######## block 1 ########
===== config.mk =====
export PLATFORM = sky130hd
export DESIGN_NAME = stdp_pair_scheduler
export DESIGN_NICKNAME = d
export VERILOG_FILES = /design/src/rtl/stdp_pkg.sv /design/src/rtl/stdp_dw_calc.sv /design/src/rtl/stdp_pair_scheduler.sv
export SDC_FILE = /design/constraint.sdc
export NUM_CORES = 1
export LEC_CHECK = 0
export CAP_MARGIN = 20
export CORE_MARGIN = 10
export CORE_UTILIZATION = 57
export CTS_BUF_LIST = sky130_fd_sc_hd__clkbuf_8
export DETAILED_ROUTE_END_ITERATION = 12
export HOLD_SLACK_MARGIN = 0.12
export PLACE_DENSITY = 0.82
export SYNTH_ARGS = -nofsm -noshare
export SYNTH_HDL_FRONTEND = slang
export SYNTH_HIERARCHICAL = 1
export SYNTH_SLANG_ARGS = --single-unit

===== constraint.sdc =====
create_clock -name clk -period 3.2 [get_ports clk]
set_input_delay 0.96 -clock clk [delete_from_list [all_inputs] [get_ports clk]]
set_output_delay 0.96 -clock clk [all_outputs]
set_load 0.01 [all_outputs]

===== src/rtl/stdp_pkg.sv =====
// Shared definitions for the STDP pair scheduler.
//   stdp_state_e : FSM state encoding (also exported on state_dbg)
//   DW_W         : width of the signed weight step
//   clamp_int    : saturate an integer into [lo, hi]
package stdp_pkg;

  localparam int unsigned DW_W = 8;

  typedef enum logic [2:0] {
    StIdle    = 3'd0,
    StWait    = 3'd1,
    StUpdate  = 3'd2,
    StRefract = 3'd3
  } stdp_state_e;

  function automatic int clamp_int(input int value, input int lo, input int hi);
    if (value < lo) begin
      return lo;
    end else if (value > hi) begin
      return hi;
    end
    return value;
  endfunction

endpackage


===== src/rtl/stdp_dw_calc.sv =====
// Combinational STDP step calculator.
//   dt        in  CNT_W  inter-spike interval in cycles
//   pre_first in  1      1: pre led post (LTP, positive step); 0: post led pre (LTD)
//   upd_dw    out DW_W   signed step, +/- (A >> min(dt >> TAU_SHIFT, 7))
module stdp_dw_calc
  import stdp_pkg::*;
#(
  parameter int unsigned CNT_W     = 8,
  parameter int unsigned A_PLUS    = 8,
  parameter int unsigned A_MINUS   = 6,
  parameter int unsigned TAU_SHIFT = 2
) (
  input  logic [CNT_W-1:0] dt,
  input  logic             pre_first,
  output logic [DW_W-1:0]  upd_dw
);

  logic [CNT_W-1:0] tau_idx;
  logic [2:0]       shamt;
  logic [DW_W-1:0]  amp;
  logic [DW_W-1:0]  mag;

  always_comb begin
    tau_idx = dt >> TAU_SHIFT;
    // Beyond seven halvings every amplitude <= 127 is already zero.
    shamt   = (tau_idx > CNT_W'(7)) ? 3'd7 : tau_idx[2:0];
    amp     = pre_first ? DW_W'(A_PLUS) : DW_W'(A_MINUS);
    mag     = amp >> shamt;
    upd_dw  = pre_first ? mag : (~mag + DW_W'(1));
  end

endmodule


===== src/rtl/stdp_pair_scheduler.sv =====
// STDP pair scheduler: pairs pre/post spikes, measures their interval, offers a signed
// weight step on a valid/ready handshake and owns the saturating synaptic weight.
//   clk, rst_n   clock, asynchronous active-low reset
//   learn_en     enables pairing; low aborts a pending pairing window
//   pre_spike    presynaptic spike pulse
//   post_spike   postsynaptic spike pulse
//   upd_valid    step offered (held until accepted)
//   upd_ready    consumer accept
//   upd_dw       signed step, stable while upd_valid
//   dt_out       interval of the last accepted pair
//   weight       current synaptic weight
//   busy         FSM not idle
//   state_dbg    encoded FSM state
module stdp_pair_scheduler
  import stdp_pkg::*;
#(
  parameter int unsigned W_W       = 8,
  parameter int unsigned CNT_W     = 8,
  parameter int unsigned WINDOW    = 16,
  parameter int unsigned A_PLUS    = 8,
  parameter int unsigned A_MINUS   = 6,
  parameter int unsigned TAU_SHIFT = 2,
  parameter int unsigned REFRACT   = 4,
  parameter int unsigned W_INIT    = 128
) (
  input  logic             clk,
  input  logic             rst_n,
  input  logic             learn_en,
  input  logic             pre_spike,
  input  logic             post_spike,
  output logic             upd_valid,
  input  logic             upd_ready,
  output logic [DW_W-1:0]  upd_dw,
  output logic [CNT_W-1:0] dt_out,
  output logic [W_W-1:0]   weight,
  output logic             busy,
  output logic [2:0]       state_dbg
);

  localparam int unsigned REF_W = (REFRACT > 1) ? $clog2(REFRACT) : 1;
  localparam int unsigned EXT_W = W_W + 2 - DW_W;
  localparam int          W_MAX = (1 << W_W) - 1;

  stdp_state_e      state_q, state_d;
  logic [CNT_W-1:0] counter_q, counter_d;
  logic [REF_W-1:0] ref_q, ref_d;
  logic             pre_first_q, pre_first_d;
  logic             upd_valid_q, upd_valid_d;
  logic [DW_W-1:0]  upd_dw_q, upd_dw_d;
  logic [CNT_W-1:0] dt_out_q, dt_out_d;
  logic [W_W-1:0]   weight_q, weight_d;

  logic [CNT_W-1:0]     dt_cur;
  logic [DW_W-1:0]      dw_calc;
  logic                 partner_spike;
  logic                 same_spike;
  logic signed [W_W+1:0] sum_w;

  // counter_q is 0 in the first WAIT cycle, so the elapsed interval is one more.
  assign dt_cur        = counter_q + CNT_W'(1);
  assign partner_spike = pre_first_q ? post_spike : pre_spike;
  assign same_spike    = pre_first_q ? pre_spike : post_spike;
  assign sum_w         = $signed({2'b00, weight_q})
                       + $signed({{EXT_W{upd_dw_q[DW_W-1]}}, upd_dw_q});

  stdp_dw_calc #(
    .CNT_W    (CNT_W),
    .A_PLUS   (A_PLUS),
    .A_MINUS  (A_MINUS),
    .TAU_SHIFT(TAU_SHIFT)
  ) u_dw_calc (
    .dt       (dt_cur),
    .pre_first(pre_first_q),
    .upd_dw   (dw_calc)
  );

  always_comb begin
    state_d     = state_q;
    counter_d   = counter_q;
    ref_d       = ref_q;
    pre_first_d = pre_first_q;
    upd_valid_d = upd_valid_q;
    upd_dw_d    = upd_dw_q;
    dt_out_d    = dt_out_q;
    weight_d    = weight_q;

    unique case (state_q)
      StIdle: begin
        if (learn_en) begin
          if (pre_spike && post_spike) begin
            state_d = StRefract;
            ref_d   = REF_W'(REFRACT - 1);
          end else if (pre_spike || post_spike) begin
            state_d     = StWait;
            pre_first_d = pre_spike;
            counter_d   = '0;
          end
        end
      end
      StWait: begin
        if (!learn_en) begin
          state_d = StIdle;
        end else if (partner_spike) begin
          // Partner beats a simultaneous same-side restart.
          state_d     = StUpdate;
          upd_valid_d = 1'b1;
          upd_dw_d    = dw_calc;
          dt_out_d    = dt_cur;
        end else if (same_spike) begin
          counter_d = '0;
        end else if (dt_cur == CNT_W'(WINDOW - 1)) begin
          state_d = StIdle;
        end else begin
          counter_d = counter_q + CNT_W'(1);
        end
      end
      StUpdate: begin
        if (upd_ready) begin
          weight_d    = W_W'(clamp_int(int'(sum_w), 0, W_MAX));
          upd_valid_d = 1'b0;
          state_d     = StRefract;
          ref_d       = REF_W'(REFRACT - 1);
        end
      end
      StRefract: begin
        if (ref_q == '0) begin
          state_d = StIdle;
        end else begin
          ref_d = ref_q - REF_W'(1);
        end
      end
      default: state_d = StIdle;
    endcase
  end

  always_ff @(posedge clk or negedge rst_n) begin
    if (!rst_n) begin
      state_q     <= StIdle;
      counter_q   <= '0;
      ref_q       <= '0;
      pre_first_q <= 1'b0;
      upd_valid_q <= 1'b0;
      upd_dw_q    <= '0;
      dt_out_q    <= '0;
      weight_q    <= W_W'(W_INIT);
    end else begin
      state_q     <= state_d;
      counter_q   <= counter_d;
      ref_q       <= ref_d;
      pre_first_q <= pre_first_d;
      upd_valid_q <= upd_valid_d;
      upd_dw_q    <= upd_dw_d;
      dt_out_q    <= dt_out_d;
      weight_q    <= weight_d;
    end
  end

  assign upd_valid = upd_valid_q;
  assign upd_dw    = upd_dw_q;
  assign dt_out    = dt_out_q;
  assign weight    = weight_q;
  assign busy      = (state_q != StIdle);
  assign state_dbg = state_q;

endmodule


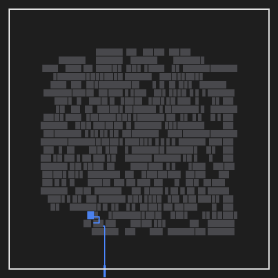
Figure 1: block 1, nets reached from selected ports.
Scale: 3 px per µm.
Key: `busy` = blue [bits 1, direction output, end cells 1, buffers 1, wire 19.9 µm]

==> README.md <==
| Result | Reported | Unit |
| --- | --- | --- |
| Overall via count from detail_route | 2144 | - |
| Status | complete, no violations | - |
| Synthesized area divided by synthesized cell count | 8.56 | µm² |
| Hold worst-path end | dt_out[3] | - |
| First-pass iteration count of the detailed router | 4 | - |
| Number of fill cells in the layout | 328 | - |
| Number of non-clock buffers | 43 | - |
| DR vias/cell | 5.61 | - |
| Achievable Freq | 343 | MHz |
| Design Power | 0.00286 | W |
| Post-Route Setup TNS | 0 | ns |
| Power in combinational cells | 0.00153 | W |
| Critical path launch point type | register | - |
| Worst setup slack after layout | 0.286 | ns |
| Register Area | 955 | µm² |
| Clock network power | 0.000491 | W |
| Tightest hold margin | 0.485 | ns |
| Net Count, Synth | 313 | - |
| Fraction of met2 tracks used by global routing | 26.1 | % |
| H-tree level count | 2 | - |
| Area grow syn2layout | 22.9 | % |
| PwrDens | 933 | mW/mm² |

######## block 2 ########
Figure 2. Placement view (block 2).
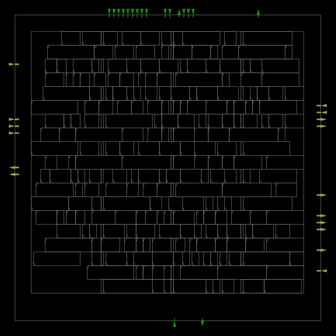
Figure 3. Nets reached from selected ports (block 2).
Scale: 4 px per µm.
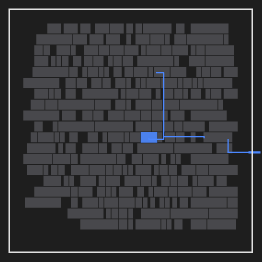
Figure 4. Gate families picked out (block 2).
Scale: 8 px per µm.
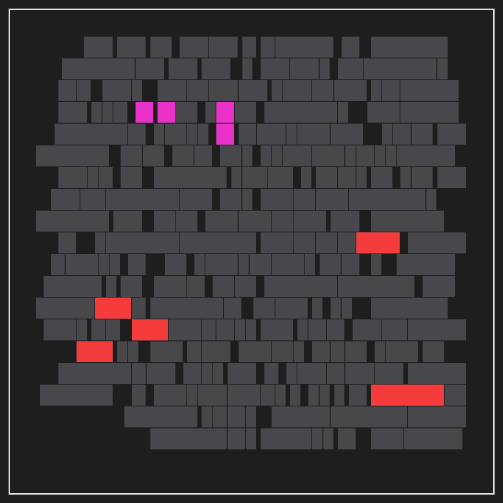
File: config.mk
export PLATFORM = sky130hd
export DESIGN_NAME = pattern_scan_scheduler
export DESIGN_NICKNAME = d
export VERILOG_FILES = /design/src/rtl/pattern_scan_scheduler.sv
export SDC_FILE = /design/constraint.sdc
export NUM_CORES = 1
export LEC_CHECK = 0
export ABC_AREA = 1
export CAP_MARGIN = 20
export CORE_MARGIN = 3
export CORE_UTILIZATION = 45
export DETAILED_ROUTE_END_ITERATION = 10
export HOLD_SLACK_MARGIN = 0.08
export PLACE_DENSITY_LB_ADDON = 0.08
export SYNTH_ARGS = -nofsm -noshare
export SYNTH_HDL_FRONTEND = slang
export SYNTH_SLANG_ARGS = --single-unit
File: constraint.sdc
create_clock -name clk -period 1.46 [get_ports clk]
set_clock_uncertainty 0.1 [all_clocks]
set_input_delay 0.292 -clock clk [delete_from_list [all_inputs] [get_ports clk]]
set_output_delay 0.292 -clock clk [all_outputs]
set_load 0.05 [all_outputs]
File: src/rtl/pattern_scan_scheduler.sv
// Round-robin scheduler that shares one external 1001 detector between two requesters.
// Each accepted word is shifted MSB-first into the detector; hits are counted and returned.
module pattern_scan_scheduler #(
    parameter int unsigned WIDTH = 8,
    parameter int unsigned CNT_W = 4
) (
    input  logic             clk,
    input  logic             reset_n,
    input  logic             req0_valid,
    input  logic [WIDTH-1:0] req0_data,
    output logic             req0_ready,
    input  logic             req1_valid,
    input  logic [WIDTH-1:0] req1_data,
    output logic             req1_ready,
    output logic             res_valid,
    input  logic             res_ready,
    output logic             res_id,
    output logic [CNT_W-1:0] res_count,
    output logic             res_hit,
    output logic             busy,
    output logic             det_reset,
    output logic             det_in,
    input  logic             det_out
);

    localparam int unsigned      KW      = $clog2(WIDTH);
    localparam logic [KW-1:0]    K_LAST  = KW'(WIDTH - 1);
    localparam logic [CNT_W-1:0] CNT_MAX = '1;

    typedef enum logic [2:0] {
        StIdle,
        StClear,
        StShift,
        StDrain,
        StReport
    } state_t;

    state_t           state;
    logic [WIDTH-1:0] shreg;
    logic [KW-1:0]    k;
    logic [CNT_W-1:0] cnt;
    logic             id;
    logic             rr_last;
    logic             grant0;
    logic             grant1;

    logic pick0;
    logic pick1;
    logic accept0;
    logic accept1;

    // rr_last=1 means requester 1 was served last, so requester 0 wins a tie.
    always_comb begin
        pick0 = 1'b0;
        pick1 = 1'b0;
        if (req0_valid && req1_valid) begin
            pick0 = rr_last;
            pick1 = !rr_last;
        end else begin
            pick0 = req0_valid;
            pick1 = req1_valid;
        end
    end

    assign accept0 = grant0 && req0_valid;
    assign accept1 = grant1 && req1_valid;

    always_ff @(posedge clk or negedge reset_n) begin
        if (!reset_n) begin
            state   <= StIdle;
            shreg   <= '0;
            k       <= '0;
            cnt     <= '0;
            id      <= 1'b0;
            rr_last <= 1'b1;
            grant0  <= 1'b0;
            grant1  <= 1'b0;
        end else begin
            grant0 <= 1'b0;
            grant1 <= 1'b0;
            case (state)
                StIdle: begin
                    if (accept0 || accept1) begin
                        shreg   <= accept1 ? req1_data : req0_data;
                        id      <= accept1;
                        rr_last <= accept1;
                        cnt     <= '0;
                        state   <= StClear;
                    end else begin
                        grant0 <= pick0;
                        grant1 <= pick1;
                    end
                end
                StClear: begin
                    k     <= '0;
                    state <= StShift;
                end
                StShift: begin
                    shreg <= shreg << 1;
                    // det_out in cycle k reports the bit of cycle k-1; nothing precedes k=0.
                    if (k != '0 && det_out && cnt != CNT_MAX) begin
                        cnt <= cnt + CNT_W'(1);
                    end
                    if (k == K_LAST) begin
                        state <= StDrain;
                    end else begin
                        k <= k + KW'(1);
                    end
                end
                StDrain: begin
                    if (det_out && cnt != CNT_MAX) begin
                        cnt <= cnt + CNT_W'(1);
                    end
                    state <= StReport;
                end
                StReport: begin
                    if (res_ready) begin
                        state  <= StIdle;
                        grant0 <= pick0;
                        grant1 <= pick1;
                    end
                end
                default: state <= StIdle;
            endcase
        end
    end

    assign req0_ready = grant0;
    assign req1_ready = grant1;
    assign busy       = (state != StIdle);
    assign res_valid  = (state == StReport);
    assign res_id     = id;
    assign res_count  = cnt;
    assign res_hit    = (cnt != '0);
    assign det_reset  = (state == StIdle) || (state == StClear) || (state == StReport);
    assign det_in     = (state == StShift) && shreg[WIDTH-1];

endmodule

==> README.md <==
| Result | Reported | Unit |
| --- | --- | --- |
| Vias in the first global route | 1421 | - |
| Status | finished with violations | - |
| Critical path fanouts, max | 4 | - |
| Cell breakdown of the critical path | inv_2 -> nand2_4 -> nor2_4 -> buf_12 | - |
| Cell class with the largest area share | logic gates | - |
| Failing checks | setup timing | - |
| Final setup vio count | 21 | - |
| DR iter-0 viols | 53 | - |
| Number of nets with antenna violations after detailed routing | 0 | - |
| Worst setup slack after layout | -0.235 | ns |
| Proportion of layout cells with a drive suffix above 1 | 50.8 | % |
| Pre-placement core utilization | 47.9 | % |
| Top power consumer group | combinational logic | - |
| Sort of element at the end of the critical path | output port | - |
| Yosys stat area | 0.00133 | mm² |
| Worst slack, placed | -0.347 | ns |
| Number of gates resized after CTS | 21 | - |
| Final-layout clock buffer total | 4 | - |
| Worst slew pin tran | 0.236 | ns |
| Post-Route Setup TNS | -2.26 | ns |
| Share of the final layout cell area in multi-input gates | 37.0 | % |
| CP startpoint | state[0] | - |
| # Cells Yosys | 172 | - |
| Worst max-slew margin expressed relative to the limit | 84.1 | % |
| Proportion of power drawn by combinational gates | 73.5 | % |
| Clock-pin transition on the worst setup and hold timing paths | 0.14 | ns |
| RR Startpoint | state[0] | - |
Notes on Figure 2 above:
final core utilization: 84.7%
count of flip-flops and latches: 22
n_taps: 31
number of fill cells in the layout: 156

Notes on Figure 3 above:
Key: `busy` = blue [bits 1, direction output, end cells 1, buffers 1, wire 41.7 µm]
Port-buffer cells: 33
Top-Level Pins: 34

Notes on Figure 4 above:
Key: adder and majority cells = red [cells 5, most used ha_1]; AND and OR gates = magenta [cells 4, most used or2_2, where top middle]
final cell count without fillers: 275
most frequent logic cell in the layout: sky130_fd_sc_hd__nand2_1



## Gallery

Sizing map.
shot_01.png
Scale: 8 px per µm.
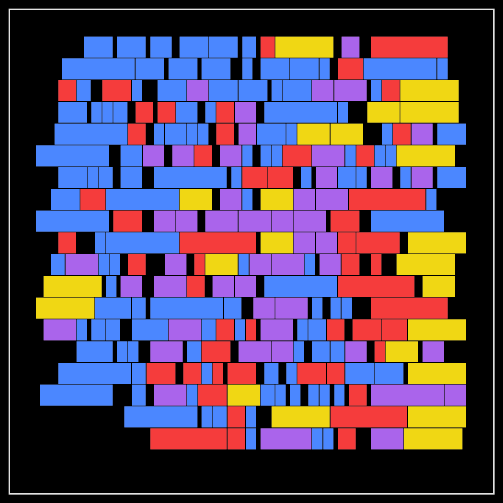
shot_02.png
Scale: 6 px per µm.
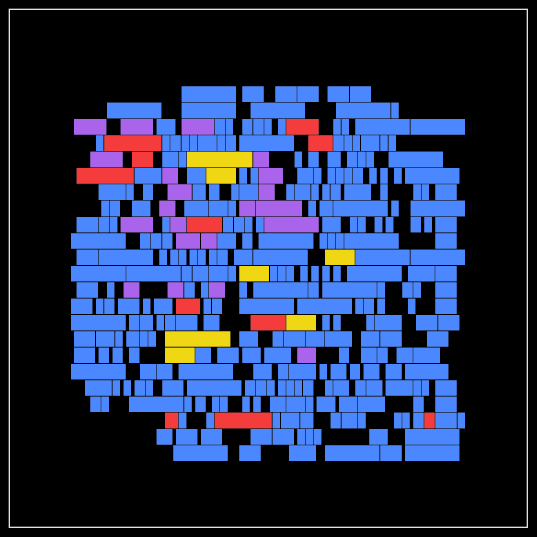
The one with the most cells is shot_02.png.
The one with the largest die is shot_02.png.
shot_01.png is block 2.
shot_02.png is block 1.

Key to shot_02.png:
Key: drive 6 and up = yellow [cells 7]; drive 3 to 4 = purple [cells 21]; drive 1 or less = blue [cells 293]; drive 2 = red [cells 11]

No activity file was given, so power comes from the tool's default toggle rates.
